# ---- design 1 ----
design_1/zoom.png
Window x 149 to 189, y 217 to 257 um. Cells in grey, sequential cells in the stronger grey; small squares are vias.
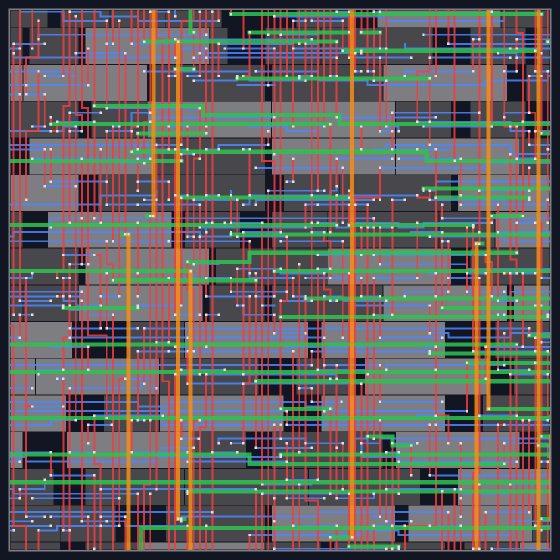
design_1/registers.png
Drawn at 1.5 px/um. Other sequential cells in the stronger grey, the rest of the logic in the fainter grey.
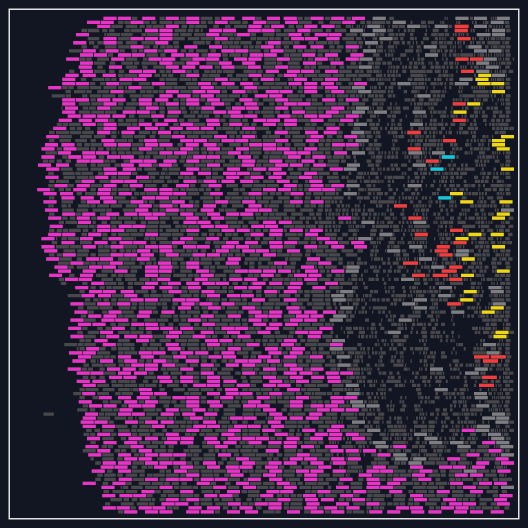
--- src/rtl/mips32_multicycle_core.sv ---
// Multi-cycle MIPS32 core: FSM-sequenced datapath, shared ALU, one unified
// memory port with req/ready handshake so any access may take wait states.
// Ports: clk, rst (async, active-low); mem_req/mem_we/mem_addr/mem_wdata out,
//   mem_rdata/mem_ready in; result (last writeback value), pc_out (next fetch
//   address), state_out (FSM state), halted, illegal (sticky fault flag).
module mips32_multicycle_core #(
    parameter logic [31:0] RESET_PC   = 32'h0000_0000,
    parameter logic [31:0] HALT_INSTR = 32'hFFFF_FFFF,
    parameter int          NUM_REGS   = 32
) (
    input  logic        clk,
    input  logic        rst,
    output logic        mem_req,
    output logic        mem_we,
    output logic [31:0] mem_addr,
    output logic [31:0] mem_wdata,
    input  logic [31:0] mem_rdata,
    input  logic        mem_ready,
    output logic [31:0] result,
    output logic [31:0] pc_out,
    output logic [2:0]  state_out,
    output logic        halted,
    output logic        illegal
);
    localparam int RW = (NUM_REGS > 1) ? $clog2(NUM_REGS) : 1;

    typedef enum logic [2:0] {
        S_FETCH  = 3'd0,
        S_DECODE = 3'd1,
        S_EXEC   = 3'd2,
        S_MEM    = 3'd3,
        S_WB     = 3'd4,
        S_HALT   = 3'd5
    } state_e;

    localparam logic [5:0] OP_R    = 6'h00;
    localparam logic [5:0] OP_J    = 6'h02;
    localparam logic [5:0] OP_BEQ  = 6'h04;
    localparam logic [5:0] OP_BNE  = 6'h05;
    localparam logic [5:0] OP_ADDI = 6'h08;
    localparam logic [5:0] OP_ANDI = 6'h0C;
    localparam logic [5:0] OP_ORI  = 6'h0D;
    localparam logic [5:0] OP_LW   = 6'h23;
    localparam logic [5:0] OP_SW   = 6'h2B;
    localparam logic [5:0] F_ADD   = 6'h20;
    localparam logic [5:0] F_SUB   = 6'h22;
    localparam logic [5:0] F_AND   = 6'h24;
    localparam logic [5:0] F_OR    = 6'h25;
    localparam logic [5:0] F_SLT   = 6'h2A;

    state_e      state_q, state_d;
    logic [31:0] pc_q, pc_d;
    logic [31:0] ir_q, ir_d;
    logic [31:0] a_q, a_d;
    logic [31:0] b_q, b_d;
    logic [31:0] alu_q, alu_d;
    logic [31:0] result_q, result_d;
    logic        illegal_q, illegal_d;
    logic [31:0] gpr_q [NUM_REGS];
    logic [31:0] gpr_d [NUM_REGS];

    logic [5:0]    op, funct;
    logic [RW-1:0] rs_idx, rt_idx, rd_idx, dest_idx;
    logic [31:0]   imm_s, imm_z, ea, br_tgt;
    logic          legal;

    assign op       = ir_q[31:26];
    assign funct    = ir_q[5:0];
    assign rs_idx   = ir_q[21 +: RW];
    assign rt_idx   = ir_q[16 +: RW];
    assign rd_idx   = ir_q[11 +: RW];
    assign dest_idx = (op == OP_R) ? rd_idx : rt_idx;
    assign imm_s    = {{16{ir_q[15]}}, ir_q[15:0]};
    assign imm_z    = {16'h0000, ir_q[15:0]};
    assign ea       = a_q + imm_s;
    // pc_q already holds PC+4 here, so branch targets are relative to it.
    assign br_tgt   = pc_q + {imm_s[29:0], 2'b00};

    always_comb begin
        legal = 1'b0;
        case (op)
            OP_R: legal = (funct == F_ADD) || (funct == F_SUB) ||
                          (funct == F_AND) || (funct == F_OR)  ||
                          (funct == F_SLT);
            OP_J, OP_BEQ, OP_BNE, OP_ADDI,
            OP_ANDI, OP_ORI, OP_LW, OP_SW: legal = 1'b1;
            default: legal = 1'b0;
        endcase
    end

    always_comb begin
        state_d   = state_q;
        pc_d      = pc_q;
        ir_d      = ir_q;
        a_d       = a_q;
        b_d       = b_q;
        alu_d     = alu_q;
        result_d  = result_q;
        illegal_d = illegal_q;
        gpr_d     = gpr_q;
        unique case (state_q)
            S_FETCH: begin
                if (mem_ready) begin
                    ir_d    = mem_rdata;
                    pc_d    = pc_q + 32'd4;
                    state_d = S_DECODE;
                end
            end
            S_DECODE: begin
                a_d = (rs_idx == '0) ? 32'h0 : gpr_q[rs_idx];
                b_d = (rt_idx == '0) ? 32'h0 : gpr_q[rt_idx];
                if (ir_q == HALT_INSTR) begin
                    state_d = S_HALT;
                end else if (!legal) begin
                    state_d   = S_HALT;
                    illegal_d = 1'b1;
                end else if (op == OP_J) begin
                    pc_d    = {pc_q[31:28], ir_q[25:0], 2'b00};
                    state_d = S_FETCH;
                end else begin
                    state_d = S_EXEC;
                end
            end
            S_EXEC: begin
                state_d = S_WB;
                case (op)
                    OP_R: begin
                        case (funct)
                            F_ADD:   alu_d = a_q + b_q;
                            F_SUB:   alu_d = a_q - b_q;
                            F_AND:   alu_d = a_q & b_q;
                            F_OR:    alu_d = a_q | b_q;
                            F_SLT:   alu_d = {31'h0, $signed(a_q) < $signed(b_q)};
                            default: alu_d = 32'h0;
                        endcase
                    end
                    OP_ADDI: alu_d = a_q + imm_s;
                    OP_ANDI: alu_d = a_q & imm_z;
                    OP_ORI:  alu_d = a_q | imm_z;
                    OP_LW, OP_SW: begin
                        alu_d = ea;
                        if (ea[1:0] != 2'b00) begin
                            state_d   = S_HALT;
                            illegal_d = 1'b1;
                        end else begin
                            state_d = S_MEM;
                        end
                    end
                    OP_BEQ, OP_BNE: begin
                        state_d = S_FETCH;
                        if ((a_q == b_q) == (op == OP_BEQ)) begin
                            pc_d = br_tgt;
                        end
                    end
                    default: begin
                        state_d   = S_HALT;
                        illegal_d = 1'b1;
                    end
                endcase
            end
            S_MEM: begin
                if (mem_ready) begin
                    if (op == OP_SW) begin
                        state_d = S_FETCH;
                    end else begin
                        alu_d   = mem_rdata;
                        state_d = S_WB;
                    end
                end
            end
            S_WB: begin
                if (dest_idx != '0) begin
                    gpr_d[dest_idx] = alu_q;
                end
                result_d = alu_q;
                state_d  = S_FETCH;
            end
            S_HALT: state_d = S_HALT;
            default: state_d = S_HALT;
        endcase
    end

    always_ff @(posedge clk or negedge rst) begin
        if (!rst) begin
            state_q   <= S_FETCH;
            pc_q      <= RESET_PC;
            ir_q      <= '0;
            a_q       <= '0;
            b_q       <= '0;
            alu_q     <= '0;
            result_q  <= '0;
            illegal_q <= 1'b0;
            for (int i = 0; i < NUM_REGS; i++) begin
                gpr_q[i] <= '0;
            end
        end else begin
            state_q   <= state_d;
            pc_q      <= pc_d;
            ir_q      <= ir_d;
            a_q       <= a_d;
            b_q       <= b_d;
            alu_q     <= alu_d;
            result_q  <= result_d;
            illegal_q <= illegal_d;
            gpr_q     <= gpr_d;
        end
    end

    // Gating with rst drops the request the instant reset asserts.
    assign mem_req   = rst && ((state_q == S_FETCH) || (state_q == S_MEM));
    assign mem_we    = mem_req && (state_q == S_MEM) && (op == OP_SW);
    assign mem_addr  = (state_q == S_MEM) ? alu_q : pc_q;
    assign mem_wdata = b_q;
    assign result    = result_q;
    assign pc_out    = pc_q;
    assign state_out = state_q;
    assign halted    = (state_q == S_HALT);
    assign illegal   = illegal_q;
endmodule

--- config.mk ---
export PLATFORM = sky130hd
export DESIGN_NAME = mips32_multicycle_core
export DESIGN_NICKNAME = d
export VERILOG_FILES = /design/src/rtl/mips32_multicycle_core.sv
export SDC_FILE = /design/constraint.sdc
export NUM_CORES = 2
export LEC_CHECK = 0
export ABC_AREA = 0
export CORE_MARGIN = 2
export CORE_UTILIZATION = 63
export DETAILED_ROUTE_END_ITERATION = 10
export PLACE_DENSITY = 0.81
export SLEW_MARGIN = 15
export SYNTH_ARGS = -nofsm -noshare
export SYNTH_HDL_FRONTEND = slang
export SYNTH_SLANG_ARGS = --single-unit
--- constraint.sdc ---
create_clock -name clk -period 4.9 [get_ports clk]
set_input_delay 0.98 -clock clk [delete_from_list [all_inputs] [get_ports clk]]
set_output_delay 0.98 -clock clk [all_outputs]
set_load 0.05 [all_outputs]
==> results.cfg <==
; synthesis and place-and-route metrics
[clock_tree]
cts.sinks = 1218
htreeDepth = 4

[global_routing]
grt_max_degree = 172
top_usage_layer = met2
grt_pass1_vias = 50698

[worst_setup_path]
endpoint = mem_addr[29]
cp_slowest_cell = clkdlybuf4s50_1
rr_worst_depth = 15
cpPeakStageDelay_ns = 0.84

[placement]
placed_area_mm2 = 0.07391

[timing]
worst_clock_skew_ns = 0.02938
fin_hold_ws_ns = 0.09511
layout_worst_path_cycle_share_pct = 92.33
fin_crit_ns = 4.524
fmax_mhz = 221.0

[floorplan]
ioPinCount = 170
taps = 1488
die_h_um = 338.7
rows = 122

[pwr]
swShare_pct = 40.87

[logic_synthesis]
avgSynthCellArea_um2 = 13.26
synthArstFlopShare_pct = 100.0
synthTopCellsByArea = dfrtp_1 (43%), mux4_2 (20%), mux2_2 (11%), mux2_1 (5.1%), ha_1 (3.3%)
ys_sh_xor_pct = 0.9555
ys.flop_type = dfrtp_1
syn_inst = 5321

[cells_and_area]
comb_share_pct = 48.32

[status]
status = complete, no violations

[detailed_routing]
wl_met3_um = 25130
## Picture notes: design_1/zoom.png
| colour | layer |
|---|---|
| red | met2 |
| green | met3 |
| blue | met1 |
| orange | met4 |
sequential cells in the window: 27
cells with their middle in the window: 68
netlist names of flops here include: gpr_q (27)
most frequent: dfrtp_1 (27), mux2_2 (15), mux4_2 (15)

## Picture notes: design_1/registers.png
| colour | name in the netlist | placed flops |
|---|---|---|
| red | ir_q | 32 |
| cyan | state_out | 3 |
| yellow | pc_out | 30 |
| magenta | gpr_q | 1024 |
Core Util, Final: 70.51%
Flop area: 0.03052 mm2
flop share of the area: 39.06%
Seq group: 13.6 mW

metrics by stage:
step	cells	setup WS, ns	utilization [%]
6_report	6857	0.3761	70.51
5_1_grt	6855	0.1919	70.50
4_1_cts	6855	0.3194	70.50
3_5_place_dp	6626	0.5820	66.69
3_3_place_gp	6626	0.6997	66.69
2_1_floorplan	5322	0.4489	-
worst min-delay path by stage:
stage / from / endpoint / cells after the start
finish: rst / gpr_q[913]$_DFFE_PN0P_ / 1
global route: rst / gpr_q[975]$_DFFE_PN0P_ / 1
detailed placement: gpr_q[1006]$_DFFE_PN0P_ / gpr_q[1006]$_DFFE_PN0P_ / 0
floorplan: gpr_q[1000]$_DFFE_PN0P_ / gpr_q[1000]$_DFFE_PN0P_ / 1
global placement: gpr_q[1011]$_DFFE_PN0P_ / gpr_q[1011]$_DFFE_PN0P_ / 0
CTS: rst / gpr_q[913]$_DFFE_PN0P_ / 1
sequential cells by signal, summed over array words and instances (netlist names):
signal,flops
gpr_q,1024
a_q,32
alu_q,32
ir_q,32
mem_wdata,32
result,32
pc_out,30
state_out,3
illegal,1

# ---- design 2 ----
$ cat config.mk
export PLATFORM = sky130hd
export DESIGN_NAME = cpu_mem_arbiter_flat
export DESIGN_NICKNAME = d
export VERILOG_FILES = /design/src/rtl/cpu_mem_arbiter_if.sv /design/src/rtl/cpu_mem_arbiter.sv /design/src/flat_wrapper.sv
export SDC_FILE = /design/constraint.sdc
export NUM_CORES = 1
export LEC_CHECK = 0
export CAP_MARGIN = 20
export CORE_ASPECT_RATIO = 2
export CORE_MARGIN = 10
export CORE_UTILIZATION = 32
export CTS_BUF_LIST = sky130_fd_sc_hd__clkbuf_8
export DETAILED_ROUTE_END_ITERATION = 12
export MAX_ROUTING_LAYER = met4
export PLACE_DENSITY = 0.95
export SLEW_MARGIN = 25
export SYNTH_ARGS = -nofsm -noshare
export SYNTH_HDL_FRONTEND = slang
export SYNTH_SLANG_ARGS = --single-unit
$ cat constraint.sdc
create_clock -name clk -period 2.6 [get_ports clk]
set_input_delay 0.39 -clock clk [delete_from_list [all_inputs] [get_ports clk]]
set_output_delay 0.39 -clock clk [all_outputs]
set_load 0.02 [all_outputs]
$ cat src/rtl/cpu_mem_arbiter_if.sv
// Bundle of requester and memory-side signals for cpu_mem_arbiter.
// The slave modport is the arbiter's view. The master modport is the requesters and memory macro.
interface cpu_mem_arbiter_if #(
   parameter int ADDR_W = 8,
   parameter int DATA_W = 16
);
   logic [2:0]          req;
   logic [2:0]          we;
   logic [3*ADDR_W-1:0] addr;
   logic [3*DATA_W-1:0] wdata;
   logic                dbg_lock;
   logic [2:0]          gnt;
   logic [2:0]          rvalid;
   logic [DATA_W-1:0]   rdata;
   logic                mem_en;
   logic                mem_we;
   logic [ADDR_W-1:0]   mem_addr;
   logic [DATA_W-1:0]   mem_wdata;
   logic [DATA_W-1:0]   mem_rdata;

   modport slave (
      input  req, we, addr, wdata, dbg_lock, mem_rdata,
      output gnt, rvalid, rdata, mem_en, mem_we, mem_addr, mem_wdata
   );

   modport master (
      output req, we, addr, wdata, dbg_lock, mem_rdata,
      input  gnt, rvalid, rdata, mem_en, mem_we, mem_addr, mem_wdata
   );
endinterface

$ cat src/rtl/cpu_mem_arbiter.sv
// Round-robin arbiter sharing one synchronous single-port memory between CPU data, CPU fetch and debug.
// It tracks in-flight reads through the fixed memory latency and returns each read to the port that issued it.
module cpu_mem_arbiter #(
   parameter int ADDR_W   = 8,
   parameter int DATA_W   = 16,
   parameter int READ_LAT = 1
) (
   input logic              clk,
   input logic              rst_n,
   cpu_mem_arbiter_if.slave bus
);

   logic [1:0]          last;
   logic [2:0]          eligible;
   logic [1:0]          first_p;
   logic [1:0]          second_p;
   logic [1:0]          third_p;
   logic [1:0]          winner;
   logic                grant_any;
   logic                winner_we;
   logic [ADDR_W-1:0]   winner_addr;
   logic [DATA_W-1:0]   winner_wdata;

   logic [READ_LAT-1:0] pipe_valid;
   logic [1:0]          pipe_port [READ_LAT];

   // The search starts just after the last winner. The unused code 3 behaves like 2.
   always_comb begin
      first_p  = 2'd0;
      second_p = 2'd1;
      third_p  = 2'd2;
      case (last)
         2'd0: begin
            first_p  = 2'd1;
            second_p = 2'd2;
            third_p  = 2'd0;
         end
         2'd1: begin
            first_p  = 2'd2;
            second_p = 2'd0;
            third_p  = 2'd1;
         end
         default: begin
            first_p  = 2'd0;
            second_p = 2'd1;
            third_p  = 2'd2;
         end
      endcase
   end

   // While in reset, nothing is eligible. This keeps gnt, mem_en and mem_we low whatever req does.
   always_comb begin
      eligible  = bus.req & (bus.dbg_lock ? 3'b100 : 3'b111);
      if (!rst_n) begin
         eligible = 3'b000;
      end
      grant_any = 1'b0;
      winner    = 2'd0;
      if (eligible[first_p]) begin
         grant_any = 1'b1;
         winner    = first_p;
      end else if (eligible[second_p]) begin
         grant_any = 1'b1;
         winner    = second_p;
      end else if (eligible[third_p]) begin
         grant_any = 1'b1;
         winner    = third_p;
      end
   end

   always_comb begin
      winner_we    = bus.we[winner];
      winner_addr  = bus.addr[winner*ADDR_W +: ADDR_W];
      winner_wdata = bus.wdata[winner*DATA_W +: DATA_W];
   end

   // With no grant, the memory bus is driven to zero rather than holding the previous access.
   always_comb begin
      bus.gnt       = 3'b000;
      bus.mem_en    = 1'b0;
      bus.mem_we    = 1'b0;
      bus.mem_addr  = '0;
      bus.mem_wdata = '0;
      if (grant_any) begin
         bus.gnt       = 3'b001 << winner;
         bus.mem_en    = 1'b1;
         bus.mem_we    = winner_we;
         bus.mem_addr  = winner_addr;
         bus.mem_wdata = winner_wdata;
      end
   end

   always_ff @(posedge clk or negedge rst_n) begin
      if (!rst_n) begin
         last <= 2'd2;
      end else if (grant_any) begin
         last <= winner;
      end
   end

   // Each pipeline stage holds whether a read is in flight and which port it belongs to.
   // The pipeline shifts every cycle and never stalls.
   always_ff @(posedge clk or negedge rst_n) begin
      if (!rst_n) begin
         pipe_valid <= '0;
         for (int s = 0; s < READ_LAT; s++) begin
            pipe_port[s] <= 2'd0;
         end
      end else begin
         pipe_valid[0] <= grant_any & ~winner_we;
         pipe_port[0]  <= winner;
         for (int s = 1; s < READ_LAT; s++) begin
            pipe_valid[s] <= pipe_valid[s-1];
            pipe_port[s]  <= pipe_port[s-1];
         end
      end
   end

   // The last stage lines up with mem_rdata, so the return is registered on the same edge.
   always_ff @(posedge clk or negedge rst_n) begin
      if (!rst_n) begin
         bus.rvalid <= 3'b000;
         bus.rdata  <= '0;
      end else begin
         bus.rvalid <= pipe_valid[READ_LAT-1] ? (3'b001 << pipe_port[READ_LAT-1]) : 3'b000;
         if (pipe_valid[READ_LAT-1]) begin
            bus.rdata <= bus.mem_rdata;
         end
      end
   end

endmodule

$ cat src/flat_wrapper.sv
// flat-port wrapper written by rule: the top's interface ports become plain ports
module cpu_mem_arbiter_flat 
#(
   parameter int ADDR_W   = 8,
   parameter int DATA_W   = 16,
   parameter int READ_LAT = 1
)
  (clk, rst_n, bus_req, bus_we, bus_addr, bus_wdata, bus_dbg_lock, bus_mem_rdata, bus_gnt, bus_rvalid, bus_rdata, bus_mem_en, bus_mem_we, bus_mem_addr, bus_mem_wdata);
  cpu_mem_arbiter_if #(.ADDR_W(ADDR_W), .DATA_W(DATA_W)) bus_i ();
  input logic clk;
  input logic rst_n;
  input wire logic [$bits(bus_i.req)-1:0] bus_req;
  input wire logic [$bits(bus_i.we)-1:0] bus_we;
  input wire logic [$bits(bus_i.addr)-1:0] bus_addr;
  input wire logic [$bits(bus_i.wdata)-1:0] bus_wdata;
  input wire logic [$bits(bus_i.dbg_lock)-1:0] bus_dbg_lock;
  input wire logic [$bits(bus_i.mem_rdata)-1:0] bus_mem_rdata;
  output wire logic [$bits(bus_i.gnt)-1:0] bus_gnt;
  output wire logic [$bits(bus_i.rvalid)-1:0] bus_rvalid;
  output wire logic [$bits(bus_i.rdata)-1:0] bus_rdata;
  output wire logic [$bits(bus_i.mem_en)-1:0] bus_mem_en;
  output wire logic [$bits(bus_i.mem_we)-1:0] bus_mem_we;
  output wire logic [$bits(bus_i.mem_addr)-1:0] bus_mem_addr;
  output wire logic [$bits(bus_i.mem_wdata)-1:0] bus_mem_wdata;
  assign bus_i.req = bus_req;
  assign bus_i.we = bus_we;
  assign bus_i.addr = bus_addr;
  assign bus_i.wdata = bus_wdata;
  assign bus_i.dbg_lock = bus_dbg_lock;
  assign bus_i.mem_rdata = bus_mem_rdata;
  assign bus_gnt = bus_i.gnt;
  assign bus_rvalid = bus_i.rvalid;
  assign bus_rdata = bus_i.rdata;
  assign bus_mem_en = bus_i.mem_en;
  assign bus_mem_we = bus_i.mem_we;
  assign bus_mem_addr = bus_i.mem_addr;
  assign bus_mem_wdata = bus_i.mem_wdata;
  cpu_mem_arbiter #(.ADDR_W(ADDR_W), .DATA_W(DATA_W), .READ_LAT(READ_LAT)) u_core (.clk(clk), .rst_n(rst_n), .bus(bus_i));
endmodule
design_2/met2.png
Drawn at 3 px/um.
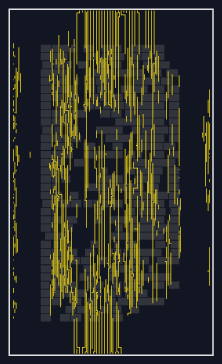
main direction: vertical
share of all routed wire: 54%
longest straight run: 44.2 um
Vias: 1706
Post-Route WL: 6437 um
GR Layer Usage met2: 29.90%

design_2/gate_families.png
Drawn at 6 px/um.
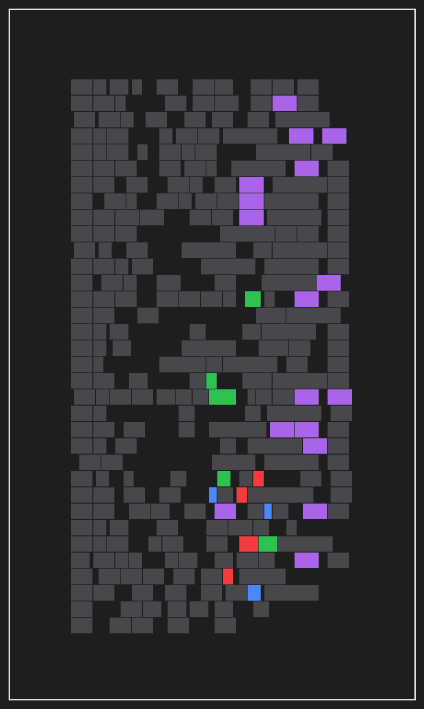
| colour | family | cells |
|---|---|---|
| purple | multiplexers | 17 |
| blue | NAND gates | 3 |
| green | NOR gates | 5 |
| red | inverting AOI/OAI gates | 4 |
Comb/total area: 26.41%
non-filler cells, final: 333
Top cell excl fill/tap: clkdlybuf4s50_1

## Yosys cell counts, drive strengths merged
cell type	instances	area, um2
inv	1	3.750
nor3b	2	20.02
a221o	24	240.2
a41o	2	21.27
a21oi	2	10.01
nor2b	1	6.260
and3b	2	17.52
nand2b	1	6.260
dfstp	1	26.28
a21o	3	22.52
nand2	2	7.510
mux2	16	180.2
nor3	1	5.000
and3	1	6.260
buf	8	75.06
mux2i	1	10.01
o21ai	2	10.00
dfrtp	23	575.6
and2	25	156.4
clkbuf	1	3.750
nor2	1	6.260
a22o	1	8.760
o211a	2	20.02
## sequential cells by signal (all words and copies together) (netlist names)
| name | count |
|---|---|
| u_core.pipe_port | 2 |
| u_core.pipe_valid | 1 |
| u_core.last | 2 |
| u_core.bus.rdata | 16 |
| u_core.bus.rvalid | 3 |
## layout make-up
class                      count  share of cell area [%]
clock buffer                   3                   1.349
clock inverter                 1                  0.9812
inverter                       1                  0.1226
multi-input combinational     91                   26.41
sequential                    24                   19.66
tap                           54                   2.208
timing repair buffer         159                   49.26
## what timing repair did
item,4_1_cts,5_1_grt
hold buffers,0,0
gates resized,41,23
endpoints found under the setup margin,27,23
cloned,1,1
pin swaps,2,0
setup buffers,3,0
==> results.cfg <==
; synthesis and place-and-route metrics
[worst_setup_path]
startpoint = bus_dbg_lock
cp.buffers_inverters = 2
cpPeakStageDelay_ns = 0.45
rr_startpoint = u_core.last[1]$_DFFE_PN1P_

[timing]
tightest_slew_ns = 0.7018
rsz0062_at_grt = no
drv_slew = 0
layout_worst_path_cycle_share_pct = 96.64

[status]
status = complete, no violations

[placement]
io_buffers = 144

[cells_and_area]
design_area_mm2 = 0.003060
logic_area_um2 = 808.3
nets = 377
layout_top_cells = clkdlybuf4s50_1 (114), and2_1 (25), a221o_1 (24)
antenna_cells = 0

[clock_tree]
root_buffer = clkbuf_8
cts_tree = done

[global_routing]
grt_pass1_vias = 2014
grt.total_usage_pct = 16.74
grt_use_met1_pct = 17.58

[pwr]
total_power_mw = 1.523
top_power_group = combinational logic
powerSeq_mw = 0.498
swShare_pct = 30.18

[logic_synthesis]
ys_cells = 123
topCombFamilyByArea = AND-OR/OR-AND gates

[detailed_routing]
drc = 0

# ---- design 3 ----
design_3/gate_families.png
Drawn at 6 px/um.
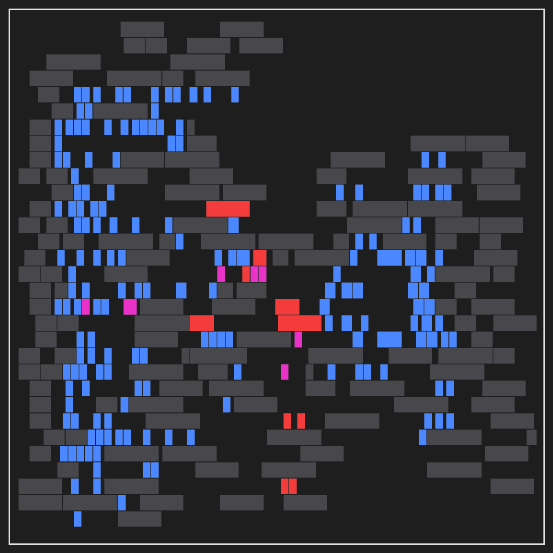
design_3/zoom.png
Window x 24 to 64, y 42 to 82 um. Cells in grey, sequential cells in the stronger grey; small squares are vias.
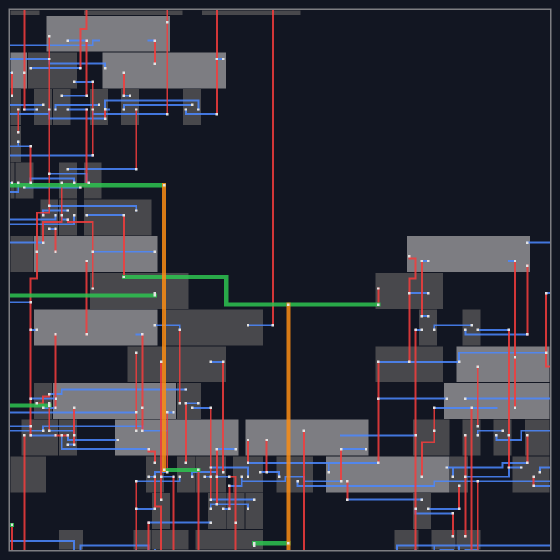
design_3/final_congestion.png
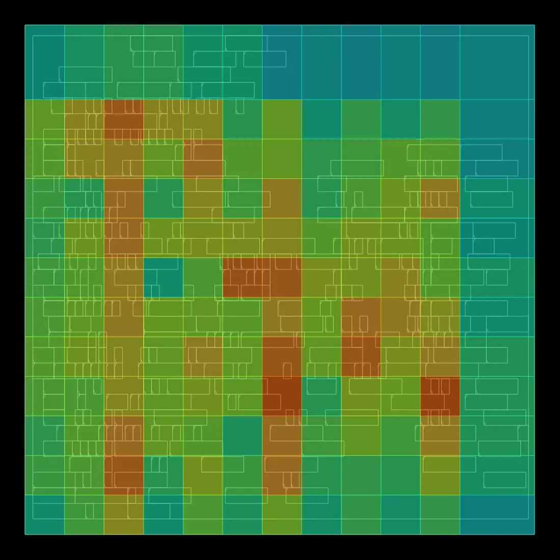
===== src/rtl/dm_arb_pkg.sv =====
// ---------------------------------------------------------------------------
// dm_arb_pkg
// Shared types and constants for the data-memory arbiter slice.
//   state_e     : arbiter sequencer states (IDLE -> ACCESS -> ACK -> IDLE)
//   PORT0/PORT1 : requester ids as carried on grant_id / last_grant
//   ADDR_W_DEF  : default address width (256-entry data memory)
//   DATA_W_DEF  : default data width
// ---------------------------------------------------------------------------
package dm_arb_pkg;

    localparam int ADDR_W_DEF = 8;
    localparam int DATA_W_DEF = 8;

    localparam logic PORT0 = 1'b0;
    localparam logic PORT1 = 1'b1;

    typedef enum logic [1:0] {
        IDLE   = 2'd0,
        ACCESS = 2'd1,
        ACK    = 2'd2
    } state_e;

endpackage


===== src/rtl/rr_pick2.sv =====
// ---------------------------------------------------------------------------
// rr_pick2
// Combinational two-way picker for the data-memory arbiter.
//   req0, req1  : in  - pending requests from port 0 / port 1
//   last_grant  : in  - id of the most recently granted port
//   fixed_prio  : in  - 1 = port 0 wins ties, 0 = alternate on ties
//   gnt_valid   : out - at least one request is pending
//   gnt_id      : out - id of the port that would be granted
// ---------------------------------------------------------------------------
module rr_pick2
    import dm_arb_pkg::*;
(
    input  logic req0,
    input  logic req1,
    input  logic last_grant,
    input  logic fixed_prio,
    output logic gnt_valid,
    output logic gnt_id
);

    // On a tie the round-robin choice is simply the port that was not served
    // last; a lone request always wins regardless of history.
    always_comb begin
        gnt_valid = req0 | req1;
        gnt_id    = PORT0;
        if (req0 && req1) begin
            gnt_id = fixed_prio ? PORT0 : ~last_grant;
        end else if (req1) begin
            gnt_id = PORT1;
        end
    end

endmodule


===== src/rtl/dm_arbiter.sv =====
// ---------------------------------------------------------------------------
// dm_arbiter
// Shares a 256x8 data memory between two requesters over a req/ack
// handshake. Each access is one sequenced DM cycle; read data is registered
// back to the winning requester.
//   CLK, RST_N            : clock (rising edge), async active-low reset
//   req/we/addr/wdata 0,1 : request bundle per port, held until ack
//   ack0, ack1            : one-cycle completion pulse per port
//   rdata0, rdata1        : last read data per port, held between reads
//   dm_wrt_en/address/
//   dm_wrt_data           : registered drive to the DM pins
//   dm_rd_data            : combinational read data from DM
//   busy                  : high while an access is in flight (ACCESS/ACK)
//   grant_id              : port currently or most recently served
// ---------------------------------------------------------------------------
module dm_arbiter
    import dm_arb_pkg::*;
#(
    parameter int ADDR_W     = ADDR_W_DEF,
    parameter int DATA_W     = DATA_W_DEF,
    parameter int FIXED_PRIO = 0
)
(
    input  logic              CLK,
    input  logic              RST_N,
    input  logic              req0,
    input  logic              we0,
    input  logic [ADDR_W-1:0] addr0,
    input  logic [DATA_W-1:0] wdata0,
    output logic              ack0,
    output logic [DATA_W-1:0] rdata0,
    input  logic              req1,
    input  logic              we1,
    input  logic [ADDR_W-1:0] addr1,
    input  logic [DATA_W-1:0] wdata1,
    output logic              ack1,
    output logic [DATA_W-1:0] rdata1,
    output logic              dm_wrt_en,
    output logic [ADDR_W-1:0] dm_address,
    output logic [DATA_W-1:0] dm_wrt_data,
    input  logic [DATA_W-1:0] dm_rd_data,
    output logic              busy,
    output logic              grant_id
);

    state_e              state_q;
    logic                last_grant_q;
    logic                we_q;
    logic                grant_id_q;
    logic                busy_q;
    logic                ack0_q;
    logic                ack1_q;
    logic [DATA_W-1:0]   rdata0_q;
    logic [DATA_W-1:0]   rdata1_q;
    logic                dm_wrt_en_q;
    logic [ADDR_W-1:0]   dm_address_q;
    logic [DATA_W-1:0]   dm_wrt_data_q;

    logic                gnt_valid;
    logic                gnt_id;
    logic                sel_we_d;
    logic [ADDR_W-1:0]   sel_addr_d;
    logic [DATA_W-1:0]   sel_wdata_d;

    rr_pick2 u_pick (
        .req0       (req0),
        .req1       (req1),
        .last_grant (last_grant_q),
        .fixed_prio (FIXED_PRIO != 0),
        .gnt_valid  (gnt_valid),
        .gnt_id     (gnt_id)
    );

    // Request bundle of whichever port the picker would grant this cycle.
    always_comb begin
        sel_we_d    = we0;
        sel_addr_d  = addr0;
        sel_wdata_d = wdata0;
        if (gnt_id == PORT1) begin
            sel_we_d    = we1;
            sel_addr_d  = addr1;
            sel_wdata_d = wdata1;
        end
    end

    // Sequencer. dm_address/dm_wrt_data double as the latched request and
    // keep their value outside ACCESS; dm_wrt_en is only ever set on the
    // IDLE->ACCESS edge and cleared on the next, so a write commits exactly
    // at the ACCESS->ACK edge. The async reset clears dm_wrt_en at once, so
    // an interrupted write never reaches the memory.
    always_ff @(posedge CLK or negedge RST_N) begin
        if (!RST_N) begin
            state_q       <= IDLE;
            last_grant_q  <= PORT1;
            we_q          <= 1'b0;
            grant_id_q    <= PORT0;
            busy_q        <= 1'b0;
            ack0_q        <= 1'b0;
            ack1_q        <= 1'b0;
            rdata0_q      <= '0;
            rdata1_q      <= '0;
            dm_wrt_en_q   <= 1'b0;
            dm_address_q  <= '0;
            dm_wrt_data_q <= '0;
        end else begin
            case (state_q)
                IDLE: begin
                    ack0_q <= 1'b0;
                    ack1_q <= 1'b0;
                    if (gnt_valid) begin
                        state_q       <= ACCESS;
                        busy_q        <= 1'b1;
                        grant_id_q    <= gnt_id;
                        last_grant_q  <= gnt_id;
                        we_q          <= sel_we_d;
                        dm_wrt_en_q   <= sel_we_d;
                        dm_address_q  <= sel_addr_d;
                        dm_wrt_data_q <= sel_wdata_d;
                    end
                end
                ACCESS: begin
                    state_q     <= ACK;
                    dm_wrt_en_q <= 1'b0;
                    if (grant_id_q == PORT1) begin
                        ack1_q <= 1'b1;
                        if (!we_q) begin
                            rdata1_q <= dm_rd_data;
                        end
                    end else begin
                        ack0_q <= 1'b1;
                        if (!we_q) begin
                            rdata0_q <= dm_rd_data;
                        end
                    end
                end
                ACK: begin
                    state_q <= IDLE;
                    busy_q  <= 1'b0;
                    ack0_q  <= 1'b0;
                    ack1_q  <= 1'b0;
                end
                default: begin
                    state_q     <= IDLE;
                    busy_q      <= 1'b0;
                    ack0_q      <= 1'b0;
                    ack1_q      <= 1'b0;
                    dm_wrt_en_q <= 1'b0;
                end
            endcase
        end
    end

    assign ack0        = ack0_q;
    assign ack1        = ack1_q;
    assign rdata0      = rdata0_q;
    assign rdata1      = rdata1_q;
    assign dm_wrt_en   = dm_wrt_en_q;
    assign dm_address  = dm_address_q;
    assign dm_wrt_data = dm_wrt_data_q;
    assign busy        = busy_q;
    assign grant_id    = grant_id_q;

endmodule


===== config.mk =====
export PLATFORM = sky130hd
export DESIGN_NAME = dm_arbiter
export DESIGN_NICKNAME = d
export VERILOG_FILES = /design/src/rtl/dm_arb_pkg.sv /design/src/rtl/rr_pick2.sv /design/src/rtl/dm_arbiter.sv
export SDC_FILE = /design/constraint.sdc
export NUM_CORES = 1
export LEC_CHECK = 0
export ABC_AREA = 1
export CAP_MARGIN = 20
export CORE_UTILIZATION = 25
export CTS_BUF_LIST = sky130_fd_sc_hd__clkbuf_8
export CTS_CLUSTER_DIAMETER = 200
export CTS_CLUSTER_SIZE = 28
export DETAILED_ROUTE_END_ITERATION = 10
export PLACE_DENSITY_LB_ADDON = 0.3
export SLEW_MARGIN = 0
export SYNTH_ARGS = -nofsm -noshare
export SYNTH_HDL_FRONTEND = slang
export SYNTH_HIERARCHICAL = 1
export SYNTH_SLANG_ARGS = --single-unit

===== constraint.sdc =====
create_clock -name CLK -period 1.77 [get_ports CLK]
set_input_delay 0.354 -clock CLK [delete_from_list [all_inputs] [get_ports CLK]]
set_output_delay 0.354 -clock CLK [all_outputs]
set_load 0.1 [all_outputs]

==> results.cfg <==
; synthesis and place-and-route metrics
[status]
status = finished, violations left
violations = negative hold slack

[floorplan]
fp.dieW_um = 88.91
fp_util_pct = 25.89
die_h_um = 88.91

[logic_synthesis]
synth_cell_types = 18
edf_count = 0
synthArstFlopShare_pct = 100.0

[placement]
dp.cells = 415
place_ws_ns = 0.08043
placed_area_mm2 = 0.003204

[timing]
fin_hold_ws_ns = -0.002765
hold_viol_final = 3

[flow_run]
drv_cap = 0

[worst_setup_path]
r2r_slack_ns = 0.46
cp.buffers_inverters = 1
rr_worst_depth = 8
cp_slowest_cell = dfrtp_1

[global_routing]
grt_first_pass_wirelength_um = 8224
overflow = 0

[clock_tree]
clockBufferDepth = 2
cts_tree = done

[detailed_routing]
num_vias = 1743
wire_per_inst_um = 11.20

[pwr]
About design_3/gate_families.png:
| colour | family | cells |
|---|---|---|
| magenta | inverters | 7 |
| red | NOR gates | 10 |
| blue | NAND gates | 168 |
Comb/total area: 23.32%
Top cell excl fill/tap: nand2_1
non-filler cells, final: 423

About design_3/zoom.png:
| colour | layer |
|---|---|
| blue | met1 |
| orange | met4 |
| red | met2 |
| green | met3 |
netlist names of flops here include: rdata0 (4), dm_address (3), state_q (2)
most frequent: nand2_1 (22), dfrtp_1 (11), nand3_1 (5)
sequential cells in the window: 11
cells with their middle in the window: 58

About design_3/final_congestion.png:
grt met3 use: 5.540%
met1 Track Usage GR: 16.92%
Global Route Usage Sum: 13.75%
gr busiest metal: met2
GR Layer Usage met2: 22.10%

-- how the worst min path moves through the flow --
stage / startpoint / to / slack, ns / cells past startpoint
floorplan: RST_N / ack0$_DFFE_PN0P_ / 0.06 / 0
global route: RST_N / dm_wrt_data[5]$_DFFE_PN0P_ / 0.03 / 1
finish: RST_N / rdata1[4]$_DFFE_PN0P_ / -0.003 / 1
global placement: RST_N / rdata1[4]$_DFFE_PN0P_ / 0.32 / 1
detailed placement: RST_N / rdata1[4]$_DFFE_PN0P_ / 0.33 / 1
CTS: RST_N / rdata1[4]$_DFFE_PN0P_ / 0.01 / 1
-- final cells by class --
class                   instances  area [um2]  area share (%)
flip-flops and latches         41        1027           31.18
well taps                      99       123.9           3.760
clock inverters                 2       7.507          0.2279
clock buffers                   6       82.58           2.507
inverters                       7       28.78          0.8735
multi-input cells             180       768.2           23.32
repair buffers                 88        1256           38.13

# ---- design 4 ----
<file path="config.mk">
export PLATFORM = sky130hd
export DESIGN_NAME = decode_stage
export DESIGN_NICKNAME = d
export VERILOG_FILES = /design/src/rtl/decode_stage.sv
export SDC_FILE = /design/constraint.sdc
export NUM_CORES = 1
export LEC_CHECK = 0
export CAP_MARGIN = 30
export CORE_MARGIN = 10
export CORE_UTILIZATION = 51
export CTS_CLUSTER_SIZE = 24
export DETAILED_ROUTE_END_ITERATION = 10
export DONT_BUFFER_PORTS = 1
export PLACE_DENSITY = 0.63
export REMOVE_ABC_BUFFERS = 1
export SLEW_MARGIN = 20
export SYNTH_ARGS = -nofsm -noshare
export SYNTH_HDL_FRONTEND = slang
export SYNTH_SLANG_ARGS = --single-unit
</file>
<file path="constraint.sdc">
create_clock -name clk -period 4 [get_ports clk]
set_input_delay 0.8 -clock clk [delete_from_list [all_inputs] [get_ports clk]]
set_output_delay 0.8 -clock clk [all_outputs]
set_load 0.01 [all_outputs]
</file>
<file path="src/rtl/decode_stage.sv">
// ---------------------------------------------------------------------------
// decode_stage
//
// Registered instruction-decode pipeline stage for the 8-bit RISC core.
// Classifies each instruction (R / I / J / illegal), extracts the function,
// immediate and jump-target fields, and hands the decoded bundle downstream
// over a valid/ready handshake. A main register plus one skid entry let
// in_ready be driven straight from a flop. A saturating counter tallies
// accepted illegal opcodes.
//
// Ports:
//   clk, rst             clock (rising edge), asynchronous active-high reset
//   flush                synchronous discard of both buffered entries
//   in_valid/in_ready    upstream handshake (in_ready is registered)
//   in_instr             instruction word
//   out_valid/out_ready  downstream handshake
//   out_opcode, out_fn   opcode and function fields
//   out_imm              immediate, sign- or zero-extended to DATA_W
//   out_jaddr            jump target field
//   out_is_r/i/j, out_illegal  one-hot instruction class
//   cnt_clr, ill_count   clear and value of the illegal-instruction counter
// ---------------------------------------------------------------------------
module decode_stage #(
   parameter int INSTR_W  = 16,
   parameter int DATA_W   = 8,
   parameter int IMM_W    = 7,
   parameter int SIGN_EXT = 1,
   parameter int CNT_W    = 8
) (
   input  logic                 clk,
   input  logic                 rst,
   input  logic                 flush,
   input  logic                 in_valid,
   output logic                 in_ready,
   input  logic [INSTR_W-1:0]   in_instr,
   output logic                 out_valid,
   input  logic                 out_ready,
   output logic [2:0]           out_opcode,
   output logic [1:0]           out_fn,
   output logic [DATA_W-1:0]    out_imm,
   output logic [INSTR_W-4:0]   out_jaddr,
   output logic                 out_is_r,
   output logic                 out_is_i,
   output logic                 out_is_j,
   output logic                 out_illegal,
   input  logic                 cnt_clr,
   output logic [CNT_W-1:0]     ill_count
);

   localparam int JADDR_W = INSTR_W - 3;

   typedef struct packed {
      logic [2:0]         opcode;
      logic [1:0]         fn;
      logic [DATA_W-1:0]  imm;
      logic [JADDR_W-1:0] jaddr;
      logic               is_r;
      logic               is_i;
      logic               is_j;
      logic               illegal;
   } bundle_t;

   bundle_t               dec_bundle;
   logic [DATA_W-1:0]     imm_ext;

   bundle_t               main_reg, main_next;
   bundle_t               skid_reg, skid_next;
   logic                  main_valid_reg, main_valid_next;
   logic                  skid_valid_reg, skid_valid_next;
   logic                  in_ready_reg;
   logic [CNT_W-1:0]      ill_count_reg, ill_count_next;

   logic                  accept;
   logic                  drain;

   // Immediate extension: low IMM_W bits come from the field, the rest are
   // copies of the field's top bit (sign) or zero.
   genvar gi;
   generate
      for (gi = 0; gi < DATA_W; gi++) begin : g_imm
         if (gi < IMM_W) begin : g_field
            assign imm_ext[gi] = in_instr[INSTR_W-3-IMM_W+gi];
         end else if (SIGN_EXT != 0) begin : g_sign
            assign imm_ext[gi] = in_instr[INSTR_W-4];
         end else begin : g_zero
            assign imm_ext[gi] = 1'b0;
         end
      end
   endgenerate

   // Combinational decode of the incoming word.
   always_comb begin
      dec_bundle         = '0;
      dec_bundle.opcode  = in_instr[INSTR_W-1 -: 3];
      dec_bundle.fn      = in_instr[INSTR_W-4 -: 2];
      dec_bundle.imm     = imm_ext;
      dec_bundle.jaddr   = in_instr[INSTR_W-4:0];
      case (in_instr[INSTR_W-1 -: 3])
         3'b000:                         dec_bundle.is_r    = 1'b1;
         3'b001, 3'b010, 3'b011, 3'b100: dec_bundle.is_i    = 1'b1;
         3'b101:                         dec_bundle.is_j    = 1'b1;
         default:                        dec_bundle.illegal = 1'b1;
      endcase
   end

   // in_ready_reg mirrors "skid empty", so an accept can never collide with
   // an occupied skid entry.
   assign accept = in_valid && in_ready_reg && !flush;
   assign drain  = main_valid_reg && out_ready;

   always_comb begin
      main_next       = main_reg;
      main_valid_next = main_valid_reg;
      skid_next       = skid_reg;
      skid_valid_next = skid_valid_reg;
      if (flush) begin
         main_valid_next = 1'b0;
         skid_valid_next = 1'b0;
      end else if (!main_valid_reg || drain) begin
         // Main is free this cycle: refill from skid first to keep order.
         if (skid_valid_reg) begin
            main_next       = skid_reg;
            main_valid_next = 1'b1;
            skid_valid_next = 1'b0;
         end else if (accept) begin
            main_next       = dec_bundle;
            main_valid_next = 1'b1;
         end else begin
            main_valid_next = 1'b0;
         end
      end else if (accept) begin
         // Main stalled: park the new instruction in skid.
         skid_next       = dec_bundle;
         skid_valid_next = 1'b1;
      end
   end

   always_comb begin
      ill_count_next = ill_count_reg;
      if (cnt_clr) begin
         ill_count_next = '0;
      end else if (accept && dec_bundle.illegal && (ill_count_reg != {CNT_W{1'b1}})) begin
         ill_count_next = ill_count_reg + CNT_W'(1);
      end
   end

   always_ff @(posedge clk or posedge rst) begin
      if (rst) begin
         main_reg       <= '0;
         skid_reg       <= '0;
         main_valid_reg <= 1'b0;
         skid_valid_reg <= 1'b0;
         in_ready_reg   <= 1'b1;
         ill_count_reg  <= '0;
      end else begin
         main_reg       <= main_next;
         skid_reg       <= skid_next;
         main_valid_reg <= main_valid_next;
         skid_valid_reg <= skid_valid_next;
         in_ready_reg   <= !skid_valid_next;
         ill_count_reg  <= ill_count_next;
      end
   end

   assign in_ready    = in_ready_reg;
   assign out_valid   = main_valid_reg;
   assign out_opcode  = main_reg.opcode;
   assign out_fn      = main_reg.fn;
   assign out_imm     = main_reg.imm;
   assign out_jaddr   = main_reg.jaddr;
   assign out_is_r    = main_reg.is_r;
   assign out_is_i    = main_reg.is_i;
   assign out_is_j    = main_reg.is_j;
   assign out_illegal = main_reg.illegal;
   assign ill_count   = ill_count_reg;

endmodule

</file>
==> results.cfg <==
; synthesis and place-and-route metrics
[status]
status = complete, no violations

[worst_setup_path]
critPathMaxFanout = 12
worstSetupPathType = reg2reg
path_depth = 5
cpPeakStageDelay_ns = 0.49

[global_routing]
met2_usage_pct = 19.65
overflow = 0
grt_max_degree = 41

[clock_tree]
htreeDepth = 2
cts-buffers-inserted = 5

[floorplan]
core_area_mm2 = 0.004354
fp_util_pct = 52.67

[cells_and_area]
nets = 255
seqCellArea_mm2 = 0.001277
antenna_cells = 0
n_fill_cell = 382
seq_share_pct = 53.77

[pwr]
pg_clk_mw = 0.324
p_int_mw = 0.8010
top_power_group = sequential cells
powerSeq_mw = 0.677

[logic_synthesis]
syn_inst = 243
ys.flops = 51
synth_chip_area_mm2 = 0.002293
synth-simple-area-share_pct = 20.08

[placement]
place_ws_ns = 1.976

[detailed_routing]
drc = 0
antenna_left = 0
drt_iter0_drc = 133

[timing]
drv_slew = 0
worst_clock_skew_ns = 0.005775
cell usage after synthesis, drive strengths merged, types with 2 or more instances:
cell | number | area (um2)
nand3 | 5 | 25.02
or3 | 5 | 31.28
inv | 3 | 11.26
nor3 | 3 | 15.01
nand2 | 59 | 221.5
o31ai | 3 | 22.52
dfrtp | 50 | 1251
clkbuf | 5 | 18.77
nor2 | 26 | 97.59
mux2i | 17 | 170.2
o21ai | 6 | 30.03
nand3b | 2 | 15.01
a21oi | 29 | 145.1
or4 | 2 | 15.01
buf | 17 | 115.1
placed cells by master, fill, tap and decap left out:
master,count
o31ai_1,3
nand2b_1,1
nor3_2,1
mux2i_1,17
inv_1,2
dfrtp_1,50
nand2_1,59
inv_2,1
nand4_1,1
buf_12,1
buf_4,3
nor2b_1,1
or4_1,2
a31oi_1,1
ha_1,1
nor3_1,2
nand3_1,5
and3_1,1
o2111ai_2,1
and3b_1,1
o21ai_0,6
a21oi_1,29
nor2_1,26
dfstp_2,1
or3_1,5
clkinvlp_4,1
clkbuf_8,7
nor4_1,1
xor2_1,1
nand3b_1,2
design_4/final_congestion.png
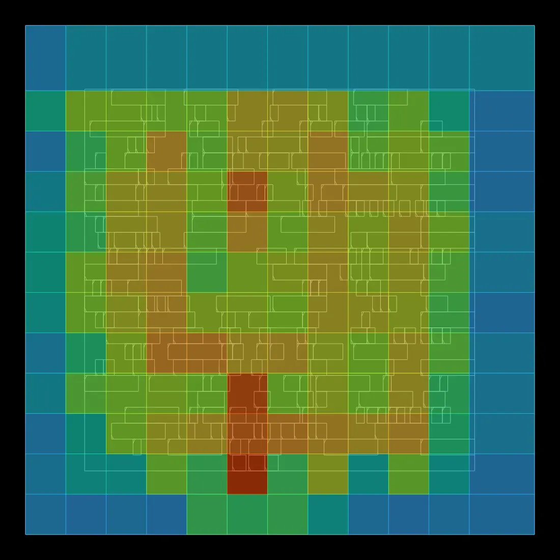
met1 Track Usage GR: 16.88%
gr busiest metal: met2

design_4/gate_families.png
Drawn at 6 px/um.
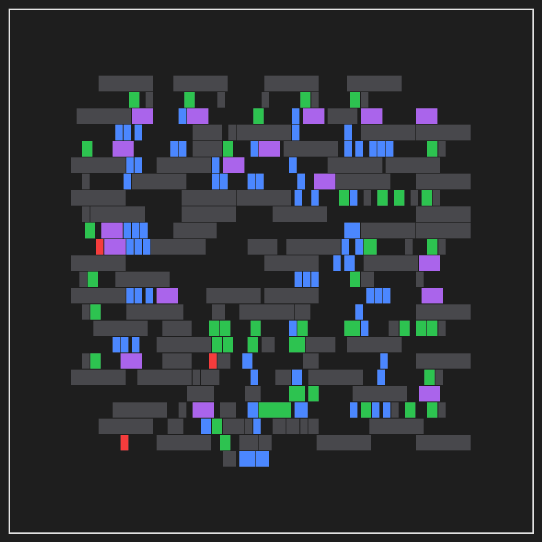
| colour | family | cells |
|---|---|---|
| green | inverting AOI/OAI gates | 40 |
| blue | NAND gates | 68 |
| purple | multiplexers | 17 |
| red | inverters | 3 |
non-filler cells, final: 285
Top cell excl fill/tap: nand2_1
Comb/total area: 36.86%


# ---- design 5 ----
### config.mk
export PLATFORM = sky130hd
export DESIGN_NAME = dmem_io_arbiter
export DESIGN_NICKNAME = d
export VERILOG_FILES = /design/src/rtl/dmem_io_arbiter.sv
export SDC_FILE = /design/constraint.sdc
export NUM_CORES = 1
export LEC_CHECK = 0
export CAP_MARGIN = 0
export CORE_MARGIN = 10
export CORE_UTILIZATION = 42
export DETAILED_ROUTE_END_ITERATION = 10
export PLACE_DENSITY_LB_ADDON = 0.05
export SLEW_MARGIN = 20
export SYNTH_ARGS = -nofsm -noshare
export SYNTH_HDL_FRONTEND = slang
export SYNTH_SLANG_ARGS = --single-unit
### constraint.sdc
create_clock -name clock -period 2.1 [get_ports clock]
set_input_delay 0.525 -clock clock [delete_from_list [all_inputs] [get_ports clock]]
set_output_delay 0.525 -clock clock [all_outputs]
set_load 0.02 [all_outputs]
### src/rtl/dmem_io_arbiter.sv
// Two-port round-robin arbiter for the shared data-memory/IO path.
// Each grant runs a fixed-latency access, then a one-cycle acknowledge.
module dmem_io_arbiter #(
    parameter int MEM_LATENCY = 1,
    parameter int IO_BIT      = 7
) (
    input  logic        clock,
    input  logic        reset,
    input  logic        req0,
    input  logic        we0,
    input  logic [31:0] addr0,
    input  logic [31:0] wdata0,
    output logic        ack0,
    output logic [31:0] rdata0,
    input  logic        req1,
    input  logic        we1,
    input  logic [31:0] addr1,
    input  logic [31:0] wdata1,
    output logic        ack1,
    output logic [31:0] rdata1,
    output logic [31:0] mem_addr,
    output logic [31:0] mem_wdata,
    output logic        ram_we,
    output logic        io_we,
    input  logic [31:0] ram_rdata,
    input  logic [31:0] io_rdata,
    output logic        busy,
    output logic        grant_id
);

    typedef enum logic [1:0] {IDLE, ACCESS, RESP} state_t;

    localparam logic [2:0] LAST_CNT = 3'(MEM_LATENCY - 1);

    state_t      state, state_nx;
    logic [2:0]  cnt;
    logic        last_grant;
    logic        latched_we;
    logic        win_vld;
    logic        win;
    logic        first_cyc;
    logic        last_cyc;
    logic [31:0] rd_sel;

    always_comb begin
        state_nx = state;
        win_vld  = 1'b0;
        win      = 1'b0;
        case (state)
            IDLE: begin
                // On a tie the pointer favours whoever did not win last time.
                if (req0 && req1) begin
                    win_vld = 1'b1;
                    win     = ~last_grant;
                end else if (req0 || req1) begin
                    win_vld = 1'b1;
                    win     = req1;
                end
                if (win_vld)
                    state_nx = ACCESS;
            end
            ACCESS: begin
                if (cnt == LAST_CNT)
                    state_nx = RESP;
            end
            RESP:    state_nx = IDLE;
            default: state_nx = IDLE;
        endcase
    end

    always_ff @(posedge clock) begin
        if (reset)
            state <= IDLE;
        else
            state <= state_nx;
    end

    assign first_cyc = (state == ACCESS) && (cnt == 3'd0);
    assign last_cyc  = (state == ACCESS) && (cnt == LAST_CNT);
    assign rd_sel    = mem_addr[IO_BIT] ? io_rdata : ram_rdata;

    always_ff @(posedge clock) begin
        if (reset) begin
            cnt        <= 3'd0;
            last_grant <= 1'b1;
            latched_we <= 1'b0;
            grant_id   <= 1'b0;
            mem_addr   <= 32'd0;
            mem_wdata  <= 32'd0;
            rdata0     <= 32'd0;
            rdata1     <= 32'd0;
        end else begin
            if (state == IDLE && win_vld) begin
                mem_addr   <= win ? addr1  : addr0;
                mem_wdata  <= win ? wdata1 : wdata0;
                latched_we <= win ? we1    : we0;
                grant_id   <= win;
                last_grant <= win;
                cnt        <= 3'd0;
            end else if (state == ACCESS) begin
                cnt <= cnt + 3'd1;
            end
            // Read data is sampled on the final access cycle only.
            if (last_cyc && !latched_we) begin
                if (grant_id)
                    rdata1 <= rd_sel;
                else
                    rdata0 <= rd_sel;
            end
        end
    end

    assign ram_we = first_cyc & latched_we & ~mem_addr[IO_BIT];
    assign io_we  = first_cyc & latched_we &  mem_addr[IO_BIT];
    assign ack0   = (state == RESP) & ~grant_id;
    assign ack1   = (state == RESP) &  grant_id;
    assign busy   = (state != IDLE);

endmodule

design_5/zoom.png
Window x 55 to 95, y 85 to 125 um. Cells in grey, sequential cells in the stronger grey; small squares are vias.
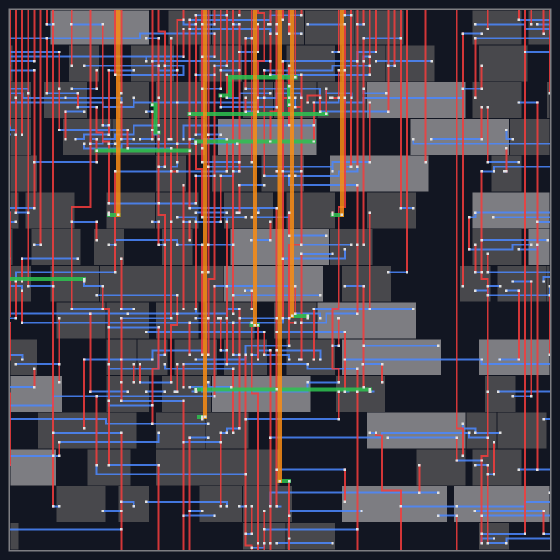
| colour | layer |
|---|---|
| green | met3 |
| red | met2 |
| orange | met4 |
| blue | met1 |
sequential cells in the window: 16
most frequent: clkdlybuf4s50_1 (20), dfxtp_1 (15)
cells with their middle in the window: 92
netlist names of flops here include: mem_addr (11), rdata1 (3), rdata0 (2)

design_5/gate_families.png
Drawn at 3 px/um.
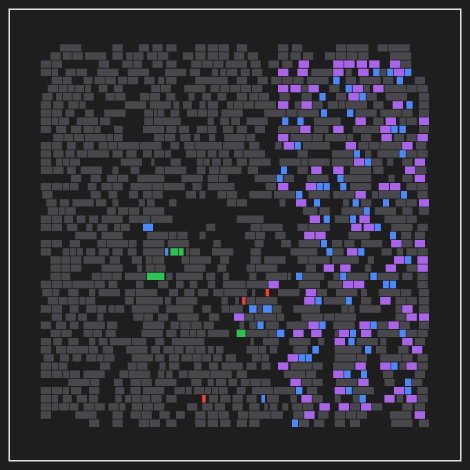
| colour | family | cells |
|---|---|---|
| green | inverting AOI/OAI gates | 4 |
| red | inverters | 3 |
| purple | multiplexers | 98 |
| blue | NAND gates | 71 |
non-filler cells, final: 1240
Comb/total area: 35.53%

==> results.cfg <==
; synthesis and place-and-route metrics
[cells_and_area]
antenna_cells = 5
comb_cells = 485
nonClockBufferCount = 359

[status]
status = complete, no violations

[logic_synthesis]
synthTopCellsByArea = dfxtp_1 (38%), mux2i_1 (14%), a221o_1 (9.2%), and4_1 (8.0%), nor4b_1 (8.0%)
adder_share_pct = 0.3527
syn_inst = 711
yosysTopAreaCellShare_pct = 38.37

[global_routing]
antenna_found_initial = 6

[detailed_routing]
met2_wirelength_um = 13230
drt_wl_total_um = 26370
m1WireLength_um = 10180

[clock_tree]
post_cts_resized = 12

[pwr]
total_power_mw = 8.345

[floorplan]
ioPinCount = 332

[worst_setup_path]
path_cells = inv_1 -> ha_2 -> and4bb_2 -> and3_4 -> buf_6
r2r_slack_ns = 0.14
cp.required_ns = 1.57
critPathMaxFanout = 3

[timing]
rsz0062_at_grt = no
fin_hold_ws_ns = 0.4717
finalSetupTns_ns = 0

[worst_hold_path]
min_path_type = reg2reg
hold_end = rdata0[7]$_SDFFE_PP0P_
design_5/registers.png
Drawn at 3 px/um. Other sequential cells in the stronger grey, the rest of the logic in the fainter grey.
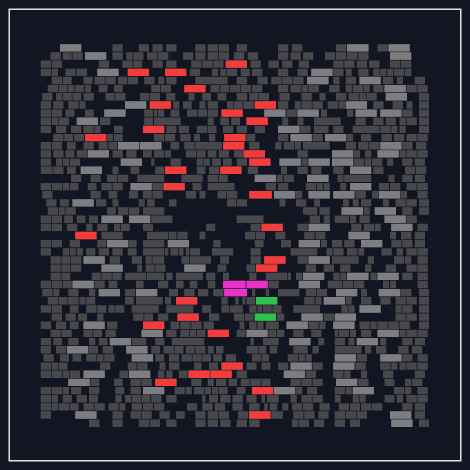
| colour | name in the netlist | placed flops |
|---|---|---|
| green | state | 2 |
| red | mem_addr | 32 |
| magenta | cnt | 3 |
not coloured: 99
Seq group: 2.98 mW
flop share of the area: 24.09%
Flop area: 0.002726 mm2

## worst max-delay path by stage
stage,endpoint,slack (ns),cells past startpoint
6_report,io_we,0.05,5
3_5_place_dp,io_we,-0.01,5
2_1_floorplan,mem_wdata[10]$_SDFFE_PP0P_,0.30,5
5_1_grt,io_we,0.002,5
4_1_cts,io_we,-0.04,5
3_3_place_gp,ram_we,0.01,6
## synth_stat cells (all sizes together)
cell / n
a21o: 1
a21oi: 2
a221o: 65
and3: 1
and3b: 1
and4: 65
and4bb: 1
buf: 27
clkbuf: 60
dfxtp: 136
ha: 2
inv: 3
mux2i: 98
nand2: 2
nand2b: 66
nand3: 1
nand3b: 2
nor2: 7
nor2b: 65
nor3: 2
nor3b: 1
nor4b: 65
o21bai: 1
o2bb2ai: 1
or2: 33
or4: 1
xnor2: 1
xor2: 1
## kinds of logic (layout without fill, tap and decap cells)
kind of cell,count (synthesis),count (layout)
simple gates,313,313
compound gates,70,70
mux,98,98
flops,136,136
buf+inv,90,394
other cells,0,5
xor+xnor,2,2
fa+ha+maj,2,2
## power breakdown
group / switching, mW / internal (mW)
combinational: 1.11 / 1.22
sequential: 0.151 / 2.83
clock: 1.09 / 1.94
total: 2.36 / 5.99


==> notes/layouts.md <==
Pictures saved along the way, in no particular order.

Track usage over the die.
(a)
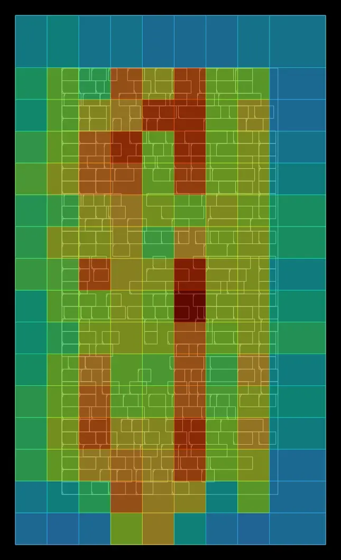
(b)
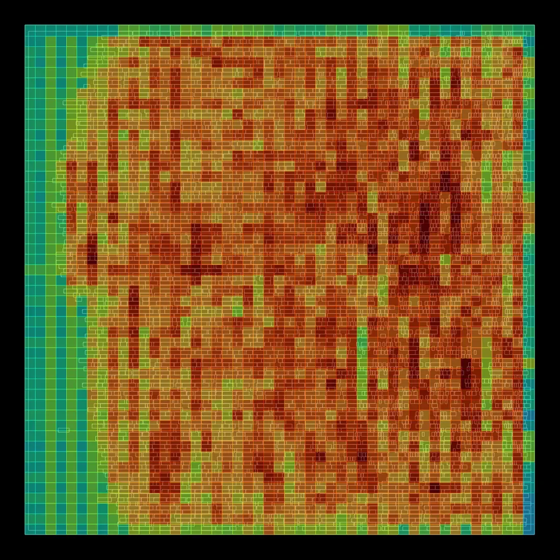
(c)
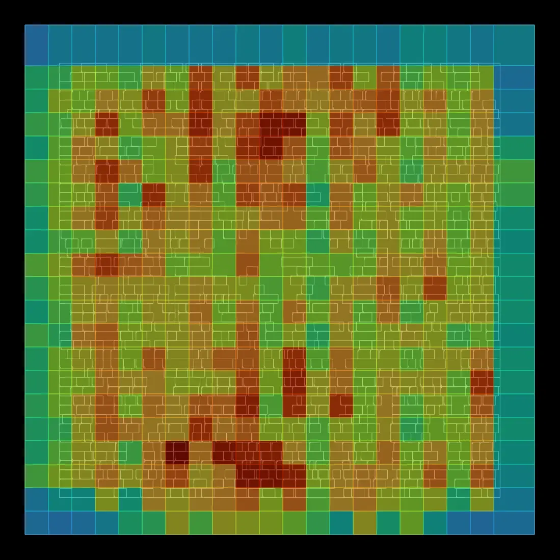
design 2 -> (a)
design 5 -> (c)
design 1 -> (b)
Of these, most wire per cell: (b)

Power and IR drop assume default switching activity.
